# ---- design 1 ----
design_1/ff_map.png
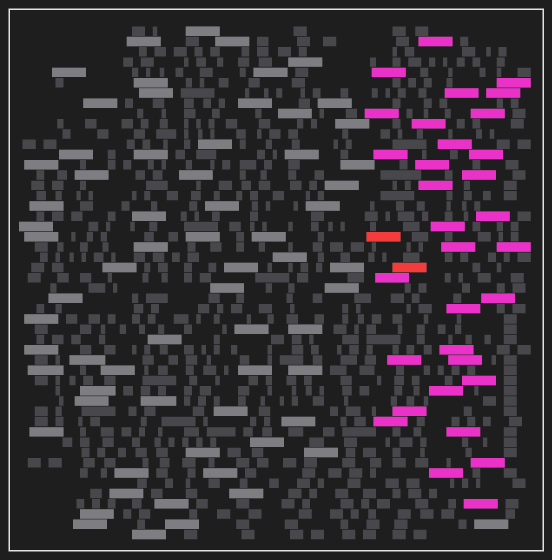
design_1/congestion_map.png
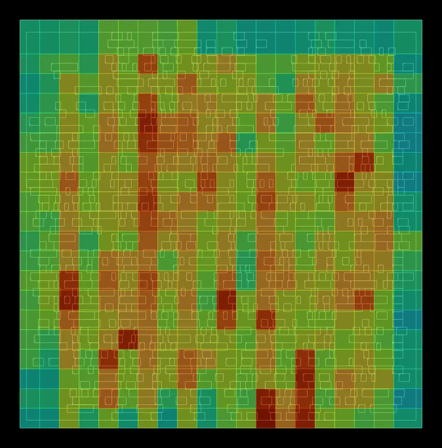
design_1/port_trees.png
Scale bar: 50 um.
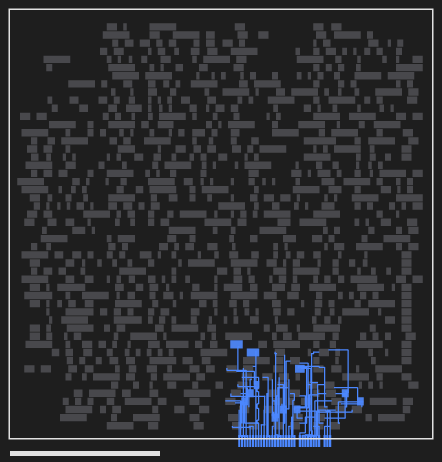
--- config.mk ---
export PLATFORM = sky130hd
export DESIGN_NAME = instr_loader
export DESIGN_NICKNAME = d
export VERILOG_FILES = /design/src/rtl/instr_loader.sv
export SDC_FILE = /design/constraint.sdc
export NUM_CORES = 1
export LEC_CHECK = 0
export ABC_CLOCK_PERIOD_IN_PS = 3200
export CAP_MARGIN = 20
export CELL_PAD_IN_SITES_DETAIL_PLACEMENT = 2
export CELL_PAD_IN_SITES_GLOBAL_PLACEMENT = 2
export CORE_AREA = 2 2 139 141
export CTS_BUF_LIST = sky130_fd_sc_hd__clkbuf_16
export CTS_CLUSTER_DIAMETER = 200
export CTS_CLUSTER_SIZE = 25
export DETAILED_ROUTE_END_ITERATION = 6
export DIE_AREA = 0 0 141 143
export GPL_ROUTABILITY_DRIVEN = 0
export PLACE_DENSITY_LB_ADDON = 0.1
export SETUP_SLACK_MARGIN = 0.3
export SLEW_MARGIN = 25
export SYNTH_ARGS = -nofsm -noshare
export SYNTH_HDL_FRONTEND = slang
export SYNTH_SLANG_ARGS = --single-unit
--- constraint.sdc ---
create_clock -name clk -period 3.2 [get_ports clk]
set_clock_uncertainty 0.05 [all_clocks]
set_input_delay 0.32 -clock clk [delete_from_list [all_inputs] [get_ports clk]]
set_output_delay 0.32 -clock clk [all_outputs]
set_load 0.01 [all_outputs]
--- src/rtl/instr_loader.sv ---
// Serial instruction loader: assembles big-endian 32-bit words from a byte
// stream and writes them to consecutive instruction-memory addresses.
module instr_loader #(
  parameter int DEPTH = 3
) (
  input  logic        clk,
  input  logic        rst_n,
  input  logic        start,
  input  logic [31:0] word_count,
  input  logic [7:0]  byte_in,
  input  logic        byte_valid,
  output logic        byte_ready,
  output logic        mem_we,
  output logic [31:0] mem_addr,
  output logic [31:0] mem_wdata,
  output logic        busy,
  output logic        done,
  output logic        error
);

  typedef enum logic [1:0] {
    IDLE  = 2'd0,
    RECV  = 2'd1,
    WRITE = 2'd2,
    DONE  = 2'd3
  } state_t;

  localparam logic [31:0] DEPTH_W = 32'(DEPTH);

  state_t      state_reg, state_next;
  logic [31:0] count_reg, count_next;
  logic [31:0] addr_reg,  addr_next;
  logic [31:0] word_reg,  word_next;
  logic [1:0]  idx_reg,   idx_next;
  logic        error_reg, error_next;

  logic        start_ok;
  logic        xfer;
  logic [31:0] lane_word;
  logic [31:0] addr_inc;

  assign start_ok = start && (word_count != 32'd0) && (word_count <= DEPTH_W);
  assign xfer     = (state_reg == RECV) && byte_valid;
  assign addr_inc = addr_reg + 32'd1;

  // Byte index 0 lands in the most significant lane, index 3 in the least.
  generate
    for (genvar gi = 0; gi < 4; gi++) begin : g_lane
      localparam logic [1:0] LANE_IDX = 2'(3 - gi);
      assign lane_word[gi*8 +: 8] = (xfer && (idx_reg == LANE_IDX)) ?
                                    byte_in : word_reg[gi*8 +: 8];
    end
  endgenerate

  always_ff @(posedge clk or negedge rst_n) begin
    if (!rst_n) begin
      state_reg <= IDLE;
      count_reg <= '0;
      addr_reg  <= '0;
      word_reg  <= '0;
      idx_reg   <= '0;
      error_reg <= 1'b0;
    end else begin
      state_reg <= state_next;
      count_reg <= count_next;
      addr_reg  <= addr_next;
      word_reg  <= word_next;
      idx_reg   <= idx_next;
      error_reg <= error_next;
    end
  end

  always_comb begin
    state_next = state_reg;
    count_next = count_reg;
    addr_next  = addr_reg;
    word_next  = word_reg;
    idx_next   = idx_reg;
    error_next = 1'b0;
    case (state_reg)
      IDLE: begin
        if (start_ok) begin
          state_next = RECV;
          count_next = word_count;
          addr_next  = '0;
          word_next  = '0;
          idx_next   = '0;
        end else if (start) begin
          error_next = 1'b1;
        end
      end
      RECV: begin
        word_next = lane_word;
        if (xfer) begin
          idx_next = idx_reg + 2'd1;
          if (idx_reg == 2'd3) state_next = WRITE;
        end
      end
      WRITE: begin
        addr_next = addr_inc;
        idx_next  = '0;
        state_next = (addr_inc == count_reg) ? DONE : RECV;
      end
      DONE: begin
        state_next = IDLE;
      end
      default: state_next = IDLE;
    endcase
  end

  // All handshake and strobe outputs decode registered state only.
  assign byte_ready = (state_reg == RECV);
  assign mem_we     = (state_reg == WRITE);
  assign busy       = (state_reg == RECV) || (state_reg == WRITE);
  assign done       = (state_reg == DONE);
  assign error      = error_reg;
  assign mem_addr   = addr_reg;
  assign mem_wdata  = word_reg;

endmodule

==> ds_physical_params.txt <==
Physical design parameters

Parameter                              Value

Synth
  List of most frequent post-synthesis cells .................. sky130_fd_sc_hd__dfrtp_1 (101), sky130_fd_sc_hd__nand2_1 (76), sky130_fd_sc_hd__nor2b_1 (67)
  Share of the yosys chip area belonging to registers .................. 0.428
  Synth Cell Area .................. about 5900 um^2
  Number of flops mapped to enable cells by yosys .................. 0

Layout
  Sequential cell area .................. 2530 um^2
  Sequential cell count .................. 101
  Layout cells sized above 1 .................. 0.0986
  Layout overhead on the synthesized area .................. 31.0%
  Final instance area .................. 7730 um^2

Detailed routing
  Avg Vias per Cell .................. 5.43

Critical path
  CP required .................. approximately 3400 ps
  Critical path endpoint .................. state_reg[1]$_DFFE_PN0P_
  R2r startpoint .................. mem_addr[3]$_DFFE_PN0P_
  Capture instance of the worst register-to-register path .................. state_reg[1]$_DFFE_PN0P_
  Worst reg-to-reg setup slack .................. 460 ps

Timing
  Max-slew violations .................. 0

Pwr
  Power of the sequential group .................. between 1 and 1.5 mW
  Power density of the placed cells .................. 332 nW/um^2
  Worst vdd rail ir drop .................. 0.250 mV

Run status
  Run status .................. finished, final reports clean

CTS
  # resized after CTS .................. 4
## Picture notes: design_1/ff_map.png
red -> idx_reg  # flops 2
magenta -> mem_wdata  # flops 32, where a column on the right
not colored = 67

## Picture notes: design_1/congestion_map.png
GR Util met3: 0.0252
total routing usage reported by global routing: 0.222
GRT met1 Usage: 0.276
grt peak-use layer: met2

## Picture notes: design_1/port_trees.png
blue -> word_count  # direction input, edge south, end cells 11, wire 872 um


# ---- design 2 ----
design_2/ff_map.png
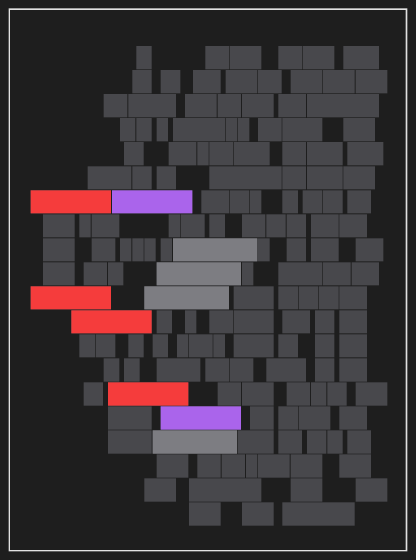
design_2/congestion_map.png
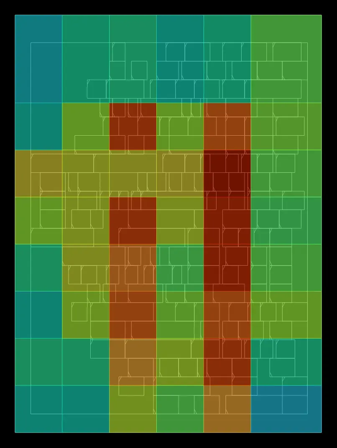
--- config.mk ---
export PLATFORM = sky130hd
export DESIGN_NAME = axi_wr_arbiter
export DESIGN_NICKNAME = d
export VERILOG_FILES = /design/src/rtl/axi_wr_arbiter.sv
export SDC_FILE = /design/constraint.sdc
export NUM_CORES = 1
export LEC_CHECK = 0
export CAP_MARGIN = 20
export CORE_ASPECT_RATIO = 1.4
export CORE_MARGIN = 2
export CORE_UTILIZATION = 35
export CTS_BUF_LIST = sky130_fd_sc_hd__clkbuf_8
export DETAILED_ROUTE_END_ITERATION = 16
export PLACE_DENSITY = 0.82
export RECOVER_POWER = 50
export SKIP_LAST_GASP = 1
export SLEW_MARGIN = 20
export SYNTH_ARGS = -nofsm -noshare
export SYNTH_HDL_FRONTEND = slang
export SYNTH_SLANG_ARGS = --single-unit
--- constraint.sdc ---
create_clock -name aclk -period 2.09 [get_ports aclk]
set_clock_uncertainty 0.05 [all_clocks]
set_input_delay 0.418 -clock aclk [delete_from_list [all_inputs] [get_ports aclk]]
set_output_delay 0.418 -clock aclk [all_outputs]
set_load 0.01 [all_outputs]
--- src/rtl/axi_wr_arbiter.sv ---
// Write-channel arbiter for one slave: round-robin owner (highest awqos first when AXI_ARB_QOS_EN is defined), 1-cycle arbitration.
// W and B stay locked to the owner until the wlast beat and the B handshake; non-owners see ready/valid held at 0.
module axi_wr_arbiter #(
    parameter int MST_N = 4,
    parameter int GW    = $clog2(MST_N)
) (
    input  logic               aclk,
    input  logic               aresetn,
    input  logic [MST_N-1:0]   s_awvalid,
    output logic [MST_N-1:0]   s_awready,
    input  logic [4*MST_N-1:0] s_awqos,
    input  logic [MST_N-1:0]   s_wvalid,
    input  logic [MST_N-1:0]   s_wlast,
    output logic [MST_N-1:0]   s_wready,
    output logic [MST_N-1:0]   s_bwvalid,
    input  logic [MST_N-1:0]   s_bwready,
    output logic               m_awvalid,
    input  logic               m_awready,
    output logic               m_wvalid,
    output logic               m_wlast,
    input  logic               m_wready,
    input  logic               m_bwvalid,
    output logic               m_bwready,
    output logic [MST_N-1:0]   grant_oh,
    output logic [GW-1:0]      grant_idx,
    output logic               busy
);

    typedef enum logic [1:0] {ST_IDLE, ST_ADDR, ST_DATA, ST_RESP} state_t;

    localparam logic [GW:0] N_W = (GW+1)'(MST_N);

    state_t           r_state;
    state_t           w_state_nxt;
    logic [GW-1:0]    r_rr;
    logic [GW-1:0]    r_gidx;
    logic [MST_N-1:0] r_goh;
    logic [GW-1:0]    w_ord [MST_N];
    logic [3:0]       w_qos [MST_N];
    logic [GW-1:0]    w_win_idx;
    logic [MST_N-1:0] w_win_oh;
    logic [3:0]       w_best_qos;
    logic             w_any_req;
    logic [GW-1:0]    w_rr_nxt;

    // w_ord[k] is the k-th master visited when searching from r_rr with wrap.
    for (genvar k = 0; k < MST_N; k++) begin : g_ord
        logic [GW:0] w_sum;
        assign w_sum    = {1'b0, r_rr} + (GW+1)'(k);
        assign w_ord[k] = (w_sum >= N_W) ? GW'(w_sum - N_W) : w_sum[GW-1:0];
`ifdef AXI_ARB_QOS_EN
        assign w_qos[k] = s_awqos[4*k +: 4];
`else
        assign w_qos[k] = 4'd0;
`endif
    end

`ifndef AXI_ARB_QOS_EN
    logic w_unused_qos;
    assign w_unused_qos = ^s_awqos;
`endif

    // Strictly-greater qos replaces the candidate, so ties keep the earliest in round-robin order.
    always_comb begin
        w_any_req  = 1'b0;
        w_win_idx  = r_rr;
        w_best_qos = 4'd0;
        for (int k = 0; k < MST_N; k++) begin
            if (s_awvalid[w_ord[k]] && (!w_any_req || (w_qos[w_ord[k]] > w_best_qos))) begin
                w_any_req  = 1'b1;
                w_win_idx  = w_ord[k];
                w_best_qos = w_qos[w_ord[k]];
            end
        end
    end

    assign w_win_oh = {{(MST_N-1){1'b0}}, 1'b1} << w_win_idx;
    assign w_rr_nxt = (r_gidx == GW'(MST_N-1)) ? '0 : r_gidx + 1'b1;

    always_comb begin
        w_state_nxt = r_state;
        s_awready   = '0;
        s_wready    = '0;
        s_bwvalid   = '0;
        m_awvalid   = 1'b0;
        m_wvalid    = 1'b0;
        m_wlast     = 1'b0;
        m_bwready   = 1'b0;
        case (r_state)
            ST_IDLE: begin
                if (w_any_req) w_state_nxt = ST_ADDR;
            end
            ST_ADDR: begin
                m_awvalid         = s_awvalid[r_gidx];
                s_awready[r_gidx] = m_awready;
                if (s_awvalid[r_gidx] && m_awready) w_state_nxt = ST_DATA;
            end
            ST_DATA: begin
                m_wvalid         = s_wvalid[r_gidx];
                m_wlast          = s_wlast[r_gidx];
                s_wready[r_gidx] = m_wready;
                if (s_wvalid[r_gidx] && m_wready && s_wlast[r_gidx]) w_state_nxt = ST_RESP;
            end
            ST_RESP: begin
                s_bwvalid[r_gidx] = m_bwvalid;
                m_bwready         = s_bwready[r_gidx];
                if (m_bwvalid && s_bwready[r_gidx]) w_state_nxt = ST_IDLE;
            end
            default: w_state_nxt = ST_IDLE;
        endcase
    end

    always_ff @(posedge aclk or negedge aresetn) begin
        if (!aresetn) begin
            r_state <= ST_IDLE;
            r_rr    <= '0;
            r_gidx  <= '0;
            r_goh   <= '0;
        end else begin
            r_state <= w_state_nxt;
            if (r_state == ST_IDLE && w_any_req) begin
                r_gidx <= w_win_idx;
                r_goh  <= w_win_oh;
            end
            if (r_state == ST_RESP && w_state_nxt == ST_IDLE) begin
                r_goh <= '0;
                r_rr  <= w_rr_nxt;
            end
        end
    end

    assign grant_oh  = r_goh;
    assign grant_idx = r_gidx;
    assign busy      = (r_state != ST_IDLE);

endmodule

==> ds_physical_params.txt <==
Physical design parameters

Parameter                              Value

Layout
  Layout overhead on the synthesized area .................. 79.6%
  Sequential cell count .................. 10
  Non-clock buffer count .................. 65
  Final instance area .................. 1470 um^2
  Proportion of cell area occupied by registers .................. 0.174

Synth
  Share of the yosys chip area belonging to registers .................. 0.306
  Top cells by area in the synthesized netlist .................. sky130_fd_sc_hd__dfrtp_1 (31%), sky130_fd_sc_hd__and3_1 (6.9%), sky130_fd_sc_hd__mux4_1 (6.4%), sky130_fd_sc_hd__ha_1 (6.1%), sky130_fd_sc_hd__mux4_2 (5.5%)
  Number of different library cells in the post-synthesis netlist .................. 32
  Gate count after technology mapping .................. 86
  Yosys warning tally .................. 0
  Xor/xnor share .................. 0

Timing
  Setup-failing EPs final .................. 0
  Worst Hold Margin .................. 457 ps
  Setup repair after global routing missed its margin .................. yes
  Max Fclk .................. 0.479 GHz
  Max-slew headroom at the worst pin .................. 0.706
  Worst-Margin Slew .................. 439 ps
  Max-slew violations .................. 0

Detailed routing
  Final antenna-violating net count .................. 0
  Count of vias placed by the detailed router .................. ~900
  DR WL met3 .................. 177 um

GRT
  GRT met1 Usage .................. 0.208
  First-pass GRT wire length .................. 3840 um
  GR Util met3 .................. 0.0411
  Overflow after GRT .................. 0

Critical path
  Worst Reg2Reg Path Length in Cells .................. 8
  Worst path bufs/invs .................. 2

Pwr
  Internal Pwr Total .................. 1.05 mW
  Final Power .................. 1.68 mW
  Power of the sequential group .................. 0.384 mW

Run status
  Run status .................. finished, final reports clean

Hold path
  Number of stages on the worst hold path .................. 2

Floorplan
  Placement row count .................. 20
About design_2/ff_map.png:
purple -> r_rr  # flops 2
red -> grant_oh  # flops 4, where west
not colored = 4

About design_2/congestion_map.png:
fraction of met2 tracks used by global routing: 0.342
total routing usage reported by global routing: 0.196
final core area utilization: 0.666
grt peak-use layer: met2


# ---- design 3 ----
===== src/rtl/meas_pred_ctrl.sv =====
// meas_pred_ctrl: raster-order block scheduler with mode tagging and valid/ready pacing.
// Optional stall counter output enabled by defining MEAS_PRED_STALL_CNT_EN.
module meas_pred_ctrl #(
   parameter int BLK_N     = 4,
   parameter int PIC_WID   = 13,
   parameter int PIC_HT    = 13,
   parameter int QSTEP_WID = 3,
   parameter int CX_WID    = PIC_WID - $clog2(BLK_N),
   parameter int CY_WID    = PIC_HT - $clog2(BLK_N)
) (
   input  logic                 clk,
   input  logic                 rst,
   input  logic                 start,
   input  logic                 abort,
   input  logic [CX_WID-1:0]    blk_cols,
   input  logic [CY_WID-1:0]    blk_rows,
   input  logic [QSTEP_WID-1:0] qstep_in,
   input  logic                 in_valid,
   output logic                 in_ready,
   output logic [CX_WID-1:0]    cor_x,
   output logic [CY_WID-1:0]    cor_y,
   output logic [QSTEP_WID-1:0] qstep,
   output logic                 out_valid,
   input  logic                 out_ready,
   output logic [1:0]           out_mode,
   output logic                 out_last,
   output logic                 busy,
   output logic                 done,
   output logic                 cfg_err
`ifdef MEAS_PRED_STALL_CNT_EN
   ,
   output logic [31:0]          stall_cnt
`endif
);
   localparam logic [1:0] IDLE  = 2'd0;
   localparam logic [1:0] RUN   = 2'd1;
   localparam logic [1:0] DRAIN = 2'd2;
   logic [1:0]           state_q, state_d;
   logic [CX_WID-1:0]    cols_q, cols_d, cx_q, cx_d;
   logic [CY_WID-1:0]    rows_q, rows_d, cy_q, cy_d;
   logic [QSTEP_WID-1:0] qstep_q, qstep_d;
   logic                 out_valid_q, out_valid_d, out_last_q, out_last_d;
   logic [1:0]           out_mode_q, out_mode_d;
   logic                 done_q, done_d, cfg_err_q, cfg_err_d;
   logic                 hs, ok_start, x_end, blk_last, fin;
   always_comb begin
      in_ready    = state_q == RUN && (!out_valid_q || out_ready);
      hs          = in_valid && in_ready;
      ok_start    = !abort && state_q == IDLE && start && blk_cols != '0 && blk_rows != '0;
      x_end       = cx_q == cols_q - CX_WID'(1);
      blk_last    = x_end && cy_q == rows_q - CY_WID'(1);
      fin         = state_q == DRAIN && out_valid_q && out_ready && out_last_q;
      state_d     = state_q;
      cols_d      = cols_q;
      rows_d      = rows_q;
      qstep_d     = qstep_q;
      cx_d        = cx_q;
      cy_d        = cy_q;
      out_valid_d = out_valid_q;
      out_mode_d  = out_mode_q;
      out_last_d  = out_last_q;
      done_d      = 1'b0;
      cfg_err_d   = !abort && state_q == IDLE && start && !ok_start;
      if (abort) begin
         state_d     = IDLE;
         out_valid_d = 1'b0;
         cx_d        = '0;
         cy_d        = '0;
      end else begin
         if (ok_start) begin
            state_d = RUN;
            cols_d  = blk_cols;
            rows_d  = blk_rows;
            qstep_d = qstep_in;
            cx_d    = '0;
            cy_d    = '0;
         end
         // The tag register can load a new block while its previous one drains.
         if (hs) begin
            out_valid_d = 1'b1;
            out_mode_d  = {cy_q != '0, cx_q != '0};
            out_last_d  = blk_last;
            state_d     = blk_last ? DRAIN : state_q;
            cx_d        = blk_last ? cx_q : x_end ? '0 : cx_q + CX_WID'(1);
            cy_d        = (!blk_last && x_end) ? cy_q + CY_WID'(1) : cy_q;
         end else if (out_ready) begin
            out_valid_d = 1'b0;
         end
         if (fin) begin
            state_d = IDLE;
            done_d  = 1'b1;
         end
      end
   end
   always_ff @(posedge clk) begin
      if (rst) begin
         state_q     <= IDLE;
         cols_q      <= '0;
         rows_q      <= '0;
         qstep_q     <= '0;
         cx_q        <= '0;
         cy_q        <= '0;
         out_valid_q <= 1'b0;
         out_mode_q  <= '0;
         out_last_q  <= 1'b0;
         done_q      <= 1'b0;
         cfg_err_q   <= 1'b0;
      end else begin
         state_q     <= state_d;
         cols_q      <= cols_d;
         rows_q      <= rows_d;
         qstep_q     <= qstep_d;
         cx_q        <= cx_d;
         cy_q        <= cy_d;
         out_valid_q <= out_valid_d;
         out_mode_q  <= out_mode_d;
         out_last_q  <= out_last_d;
         done_q      <= done_d;
         cfg_err_q   <= cfg_err_d;
      end
   end
   assign cor_x     = cx_q;
   assign cor_y     = cy_q;
   assign qstep     = qstep_q;
   assign out_valid = out_valid_q;
   assign out_mode  = out_mode_q;
   assign out_last  = out_last_q;
   assign busy      = state_q != IDLE;
   assign done      = done_q;
   assign cfg_err   = cfg_err_q;
`ifdef MEAS_PRED_STALL_CNT_EN
   logic [31:0] stall_q, stall_d;
   always_comb begin
      stall_d = ok_start ? '0
              : (state_q != IDLE && out_valid_q && !out_ready && stall_q != '1) ? stall_q + 32'd1
              : stall_q;
   end
   always_ff @(posedge clk) begin
      if (rst) stall_q <= '0;
      else stall_q <= stall_d;
   end
   assign stall_cnt = stall_q;
`endif
endmodule


===== config.mk =====
export PLATFORM = sky130hd
export DESIGN_NAME = meas_pred_ctrl
export DESIGN_NICKNAME = d
export VERILOG_FILES = /design/src/rtl/meas_pred_ctrl.sv
export SDC_FILE = /design/constraint.sdc
export NUM_CORES = 1
export LEC_CHECK = 0
export CORE_MARGIN = 1
export CORE_UTILIZATION = 43
export CTS_CLUSTER_DIAMETER = 120
export DETAILED_ROUTE_END_ITERATION = 8
export PLACE_DENSITY = 0.79
export SLEW_MARGIN = 10
export SYNTH_ARGS = -nofsm -noshare
export SYNTH_HDL_FRONTEND = slang
export SYNTH_SLANG_ARGS = --single-unit

===== constraint.sdc =====
create_clock -name clk -period 7.2 [get_ports clk]
set_input_delay 1.44 -clock clk [delete_from_list [all_inputs] [get_ports clk]]
set_output_delay 1.44 -clock clk [all_outputs]
set_load 0.1 [all_outputs]

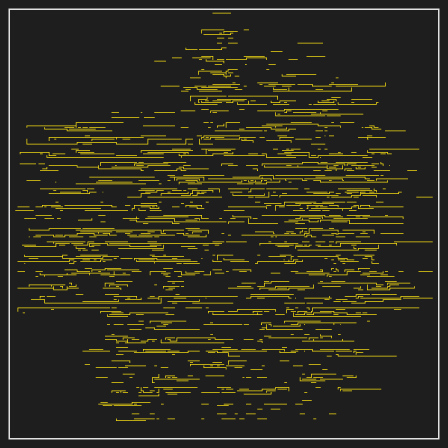
design_3/m1.png
share of all routed wire = 44%
nets with wire on the layer = 412
longest straight run = 23.9 um
wire length on this layer = 3,370 um
main direction = horizontal
count of vias placed by the detailed router: 2,884
GRT met1 Usage: 0.255
final wirelength: 7700 um

==> ds_physical_params.txt <==
Physical design parameters

Parameter                              Value

Synth
  Yosys cell count .................. 371
  Area reported by Yosys stat .................. about 3200 um^2
  Synthesized area per cell .................. 8.55 um^2

Detailed routing
  Final antenna-violating net count .................. 0
  Avg Vias per Cell .................. 5.55
  DR WL met2 .................. a little under 4000 um
  First-pass detailed-route iteration total .................. 4

CTS
  Clock tree from TritonCTS .................. done
  Clock tree root buffer cell .................. sky130_fd_sc_hd__clkbuf_8

GRT
  Number of global-route vias before repair .................. 2,815
  Fraction of met2 tracks used by global routing .................. 0.385
  Overflow after GRT .................. 0
  Pin count of the biggest net entering global routing .................. 31

Critical path
  Slowest library cell on the worst path .................. sky130_fd_sc_hd__clkdlybuf4s50_1
  WP depth .................. 4
  Biggest fanout along the worst timing path .................. 2
  Endpoint kind of the worst setup timing path .................. output port
  WS Path Type .................. in2out

Layout
  Multi-input logic portion of the cell area .................. 0.493
  Layout cells sized above 1 .................. 0.0778
  Clock network area share .................. 0.0216

Timing
  Worst-case clock skew .................. around 16 ps
  Final Hold Viols .................. 0
  Max-slew headroom at the worst pin .................. 0.258

Pwr
  Static Leak .................. between 1.5 and 2 nW
  P_comb .................. 0.109 mW

Placed design
  Placement Cell Area .................. slightly below 4000 um^2
  Placed insts .................. 512

Run status
  Run status .................. finished, final reports clean
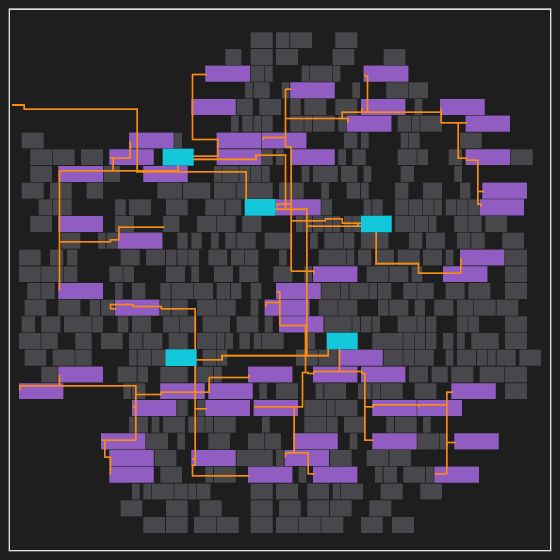
design_3/clock_wires.png
cyan -> clock-net drivers  # count 5
orange -> clock wires  # length 623 um
purple -> flip-flops  # count 55
flops lie = all over the die


# ---- design 4 ----
design_4/congestion_map.png
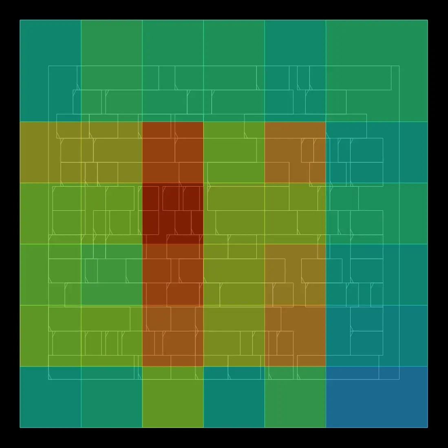
design_4/m1.png
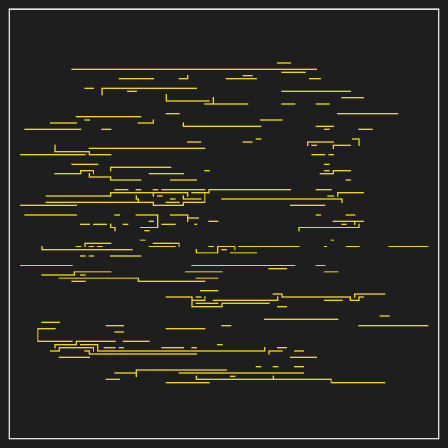
===== src/rtl/hd_beat_gen.sv =====
// Machine-cycle timing generator for the hardwired controller: phases T1..T3 and
// one-hot beat W, shortened, stretched or halted on the controller's requests.
module hd_beat_gen #(
    parameter int SYNC_STAGES = 2,
    parameter int CNT_W       = 8
) (
    input  logic             CLK,
    input  logic             CLR,
    input  logic             QD,
    input  logic             SSTEP,
    input  logic             SHORT,
    input  logic             LONG,
    input  logic             STOP,
    output logic             T1,
    output logic             T2,
    output logic             T3,
    output logic [2:0]       W,
    output logic             RUN,
    output logic             CYC_END,
    output logic [CNT_W-1:0] INSTR_CNT
);

    typedef enum logic [1:0] {
        HALT = 2'd0,
        PH1  = 2'd1,
        PH2  = 2'd2,
        PH3  = 2'd3
    } state_t;

    localparam logic [2:0]       BEAT_W1 = 3'b001;
    localparam logic [2:0]       BEAT_W2 = 3'b010;
    localparam logic [2:0]       BEAT_W3 = 3'b100;
    localparam logic [CNT_W-1:0] CNT_ONE = {{(CNT_W-1){1'b0}}, 1'b1};

    state_t                 state;
    state_t                 state_next;
    logic [2:0]             w_next;
    logic [SYNC_STAGES-1:0] qd_sync;
    logic                   qd_prev;
    logic                   qd_rise;
    logic                   beat_end;

    // QD synchroniser and edge detector; the edge itself is combinational from
    // the flops so T1 follows the QD edge by SYNC_STAGES+1 clocks.
    // NOTE: every sequential block uses <= so all flops sample pre-edge values.
    always_ff @(posedge CLK or negedge CLR) begin
        if (!CLR) begin
            qd_sync <= '0;
            qd_prev <= 1'b0;
        end else begin
            qd_sync <= {qd_sync[SYNC_STAGES-2:0], QD};
            qd_prev <= qd_sync[SYNC_STAGES-1];
        end
    end

    assign qd_rise  = qd_sync[SYNC_STAGES-1] & ~qd_prev;
    assign beat_end = (state == PH3);

    // State register
    always_ff @(posedge CLK or negedge CLR) begin
        if (!CLR) state <= HALT;
        else      state <= state_next;
    end

    // Next-state logic
    // NOTE: each always_comb assigns a default first, so no path can infer a latch.
    always_comb begin
        state_next = state;
        unique case (state)
            HALT: if (qd_rise) state_next = PH1;
            PH1:  state_next = PH2;
            PH2:  state_next = PH3;
            PH3:  state_next = (STOP | SSTEP) ? HALT : PH1;
        endcase
    end

    // Beat successor; an illegal W recovers to W1
    always_comb begin
        w_next = BEAT_W1;
        case (W)
            BEAT_W1: w_next = SHORT ? BEAT_W1 : BEAT_W2;
            BEAT_W2: w_next = LONG  ? BEAT_W3 : BEAT_W1;
            default: w_next = BEAT_W1;
        endcase
    end

    // Output logic
    always_comb begin
        T1      = (state == PH1);
        T2      = (state == PH2);
        T3      = (state == PH3);
        RUN     = (state != HALT);
        CYC_END = beat_end && (w_next == BEAT_W1);
    end

    // Beat and completed-cycle count advance only on the PH3 exit edge
    always_ff @(posedge CLK or negedge CLR) begin
        if (!CLR) begin
            W         <= BEAT_W1;
            INSTR_CNT <= '0;
        end else begin
            if (beat_end) W <= w_next;
            if (CYC_END)  INSTR_CNT <= INSTR_CNT + CNT_ONE;
        end
    end

endmodule


===== config.mk =====
export PLATFORM = sky130hd
export DESIGN_NAME = hd_beat_gen
export DESIGN_NICKNAME = d
export VERILOG_FILES = /design/src/rtl/hd_beat_gen.sv
export SDC_FILE = /design/constraint.sdc
export NUM_CORES = 1
export LEC_CHECK = 0
export CORE_MARGIN = 3
export CORE_UTILIZATION = 48
export DETAILED_ROUTE_END_ITERATION = 7
export GPL_ROUTABILITY_DRIVEN = 1
export PLACE_DENSITY = 0.83
export SETUP_SLACK_MARGIN = 0.3
export SKIP_LAST_GASP = 1
export SLEW_MARGIN = 20
export SYNTH_ARGS = -nofsm -noshare
export SYNTH_HDL_FRONTEND = slang
export SYNTH_SLANG_ARGS = --single-unit
export TNS_END_PERCENT = 30

===== constraint.sdc =====
create_clock -name CLK -period 4 [get_ports CLK]
set_input_delay 0.8 -clock CLK [delete_from_list [all_inputs] [get_ports CLK]]
set_output_delay 0.8 -clock CLK [all_outputs]
set_load 0.1 [all_outputs]

==> ds_physical_params.txt <==
Physical design parameters

Parameter                              Value

Synth
  Post-synthesis share of cell area spent on and-or and or-and gates .................. 0.0881
  Gate count after technology mapping .................. approximately 66
  Yosys cell count .................. 66

Hold path
  Start point of the worst min-delay path .................. qd_sync[0]$_DFF_PN0_
  Number of stages on the worst hold path .................. 0

Detailed routing
  DR WL met3 .................. 96 um
  Final antenna-violating net count .................. 0
  DR WL met2 .................. 676 um

Job
  Max cap viols .................. 0

CTS
  # resized after CTS .................. 0
  Number of levels the H-tree was split into .................. 1
  TritonCTS buffer count .................. 3

Critical path
  WP depth .................. 2
  Type of element launching the critical path .................. flip-flop
  CP required .................. about 3200 ps

Layout
  Largest register by flop count .................. INSTR_CNT
  Number of antenna repair diodes .................. 0
  Comb gate area .................. about 340 um^2
  Max reg flops .................. 8
  Clock network area share .................. 0.0349

GRT
  Number of global-route vias before repair .................. 586
  Pin count of the biggest net entering global routing .................. 17
  Total routing usage reported by global routing .................. 0.163

Timing
  Final Cycle Share .................. 0.757
  Worst-Margin Slew .................. 979 ps
  Final worst slack .................. 972 ps
  Max-slew violations .................. 0

Run status
  Run status .................. finished, final reports clean

Floorplan
  Height of the die .................. about 46 um
## Picture notes: design_4/congestion_map.png
final core area utilization: 0.743
GRT met1 Usage: 0.205
Routed WL per cell: 13.0 um
GR Util met3: 0.0237
grt peak-use layer: met2

## Picture notes: design_4/m1.png
share of all routed wire = 43%
main direction = horizontal
nets with wire on the layer = 86
wire length on this layer = 602 um
count of vias placed by the detailed router: 578
final wirelength: 1390 um



==> notes/layouts.md <==
Pictures saved along the way, in no particular order.

I/O nets highlighted.
Plate I
Scale bar: 20 um.
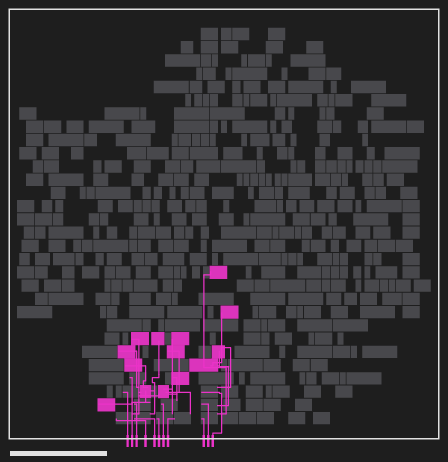
Plate II
Scale bar: 10 um.
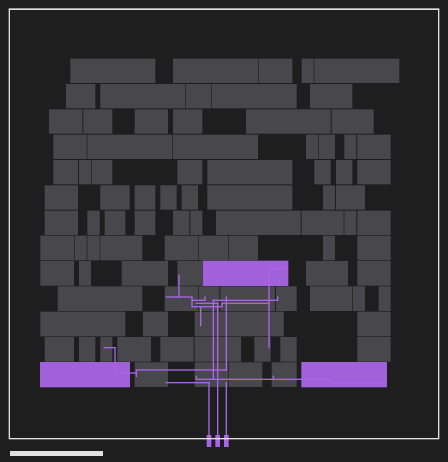
Plate III
Scale bar: 10 um.
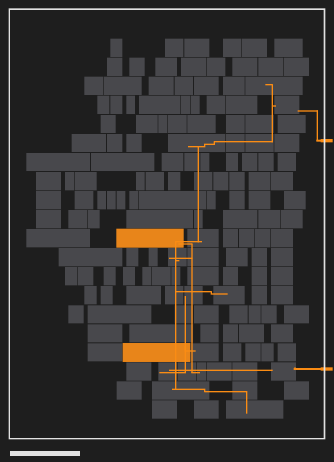
Plate III is design 2.
Plate I is design 3.
Plate II is design 4.

Key to Plate I:
magenta -> blk_cols  # direction input, edge south, end cells 14, wire 290 um

No activity file was given, so power comes from the tool's default toggle rates.
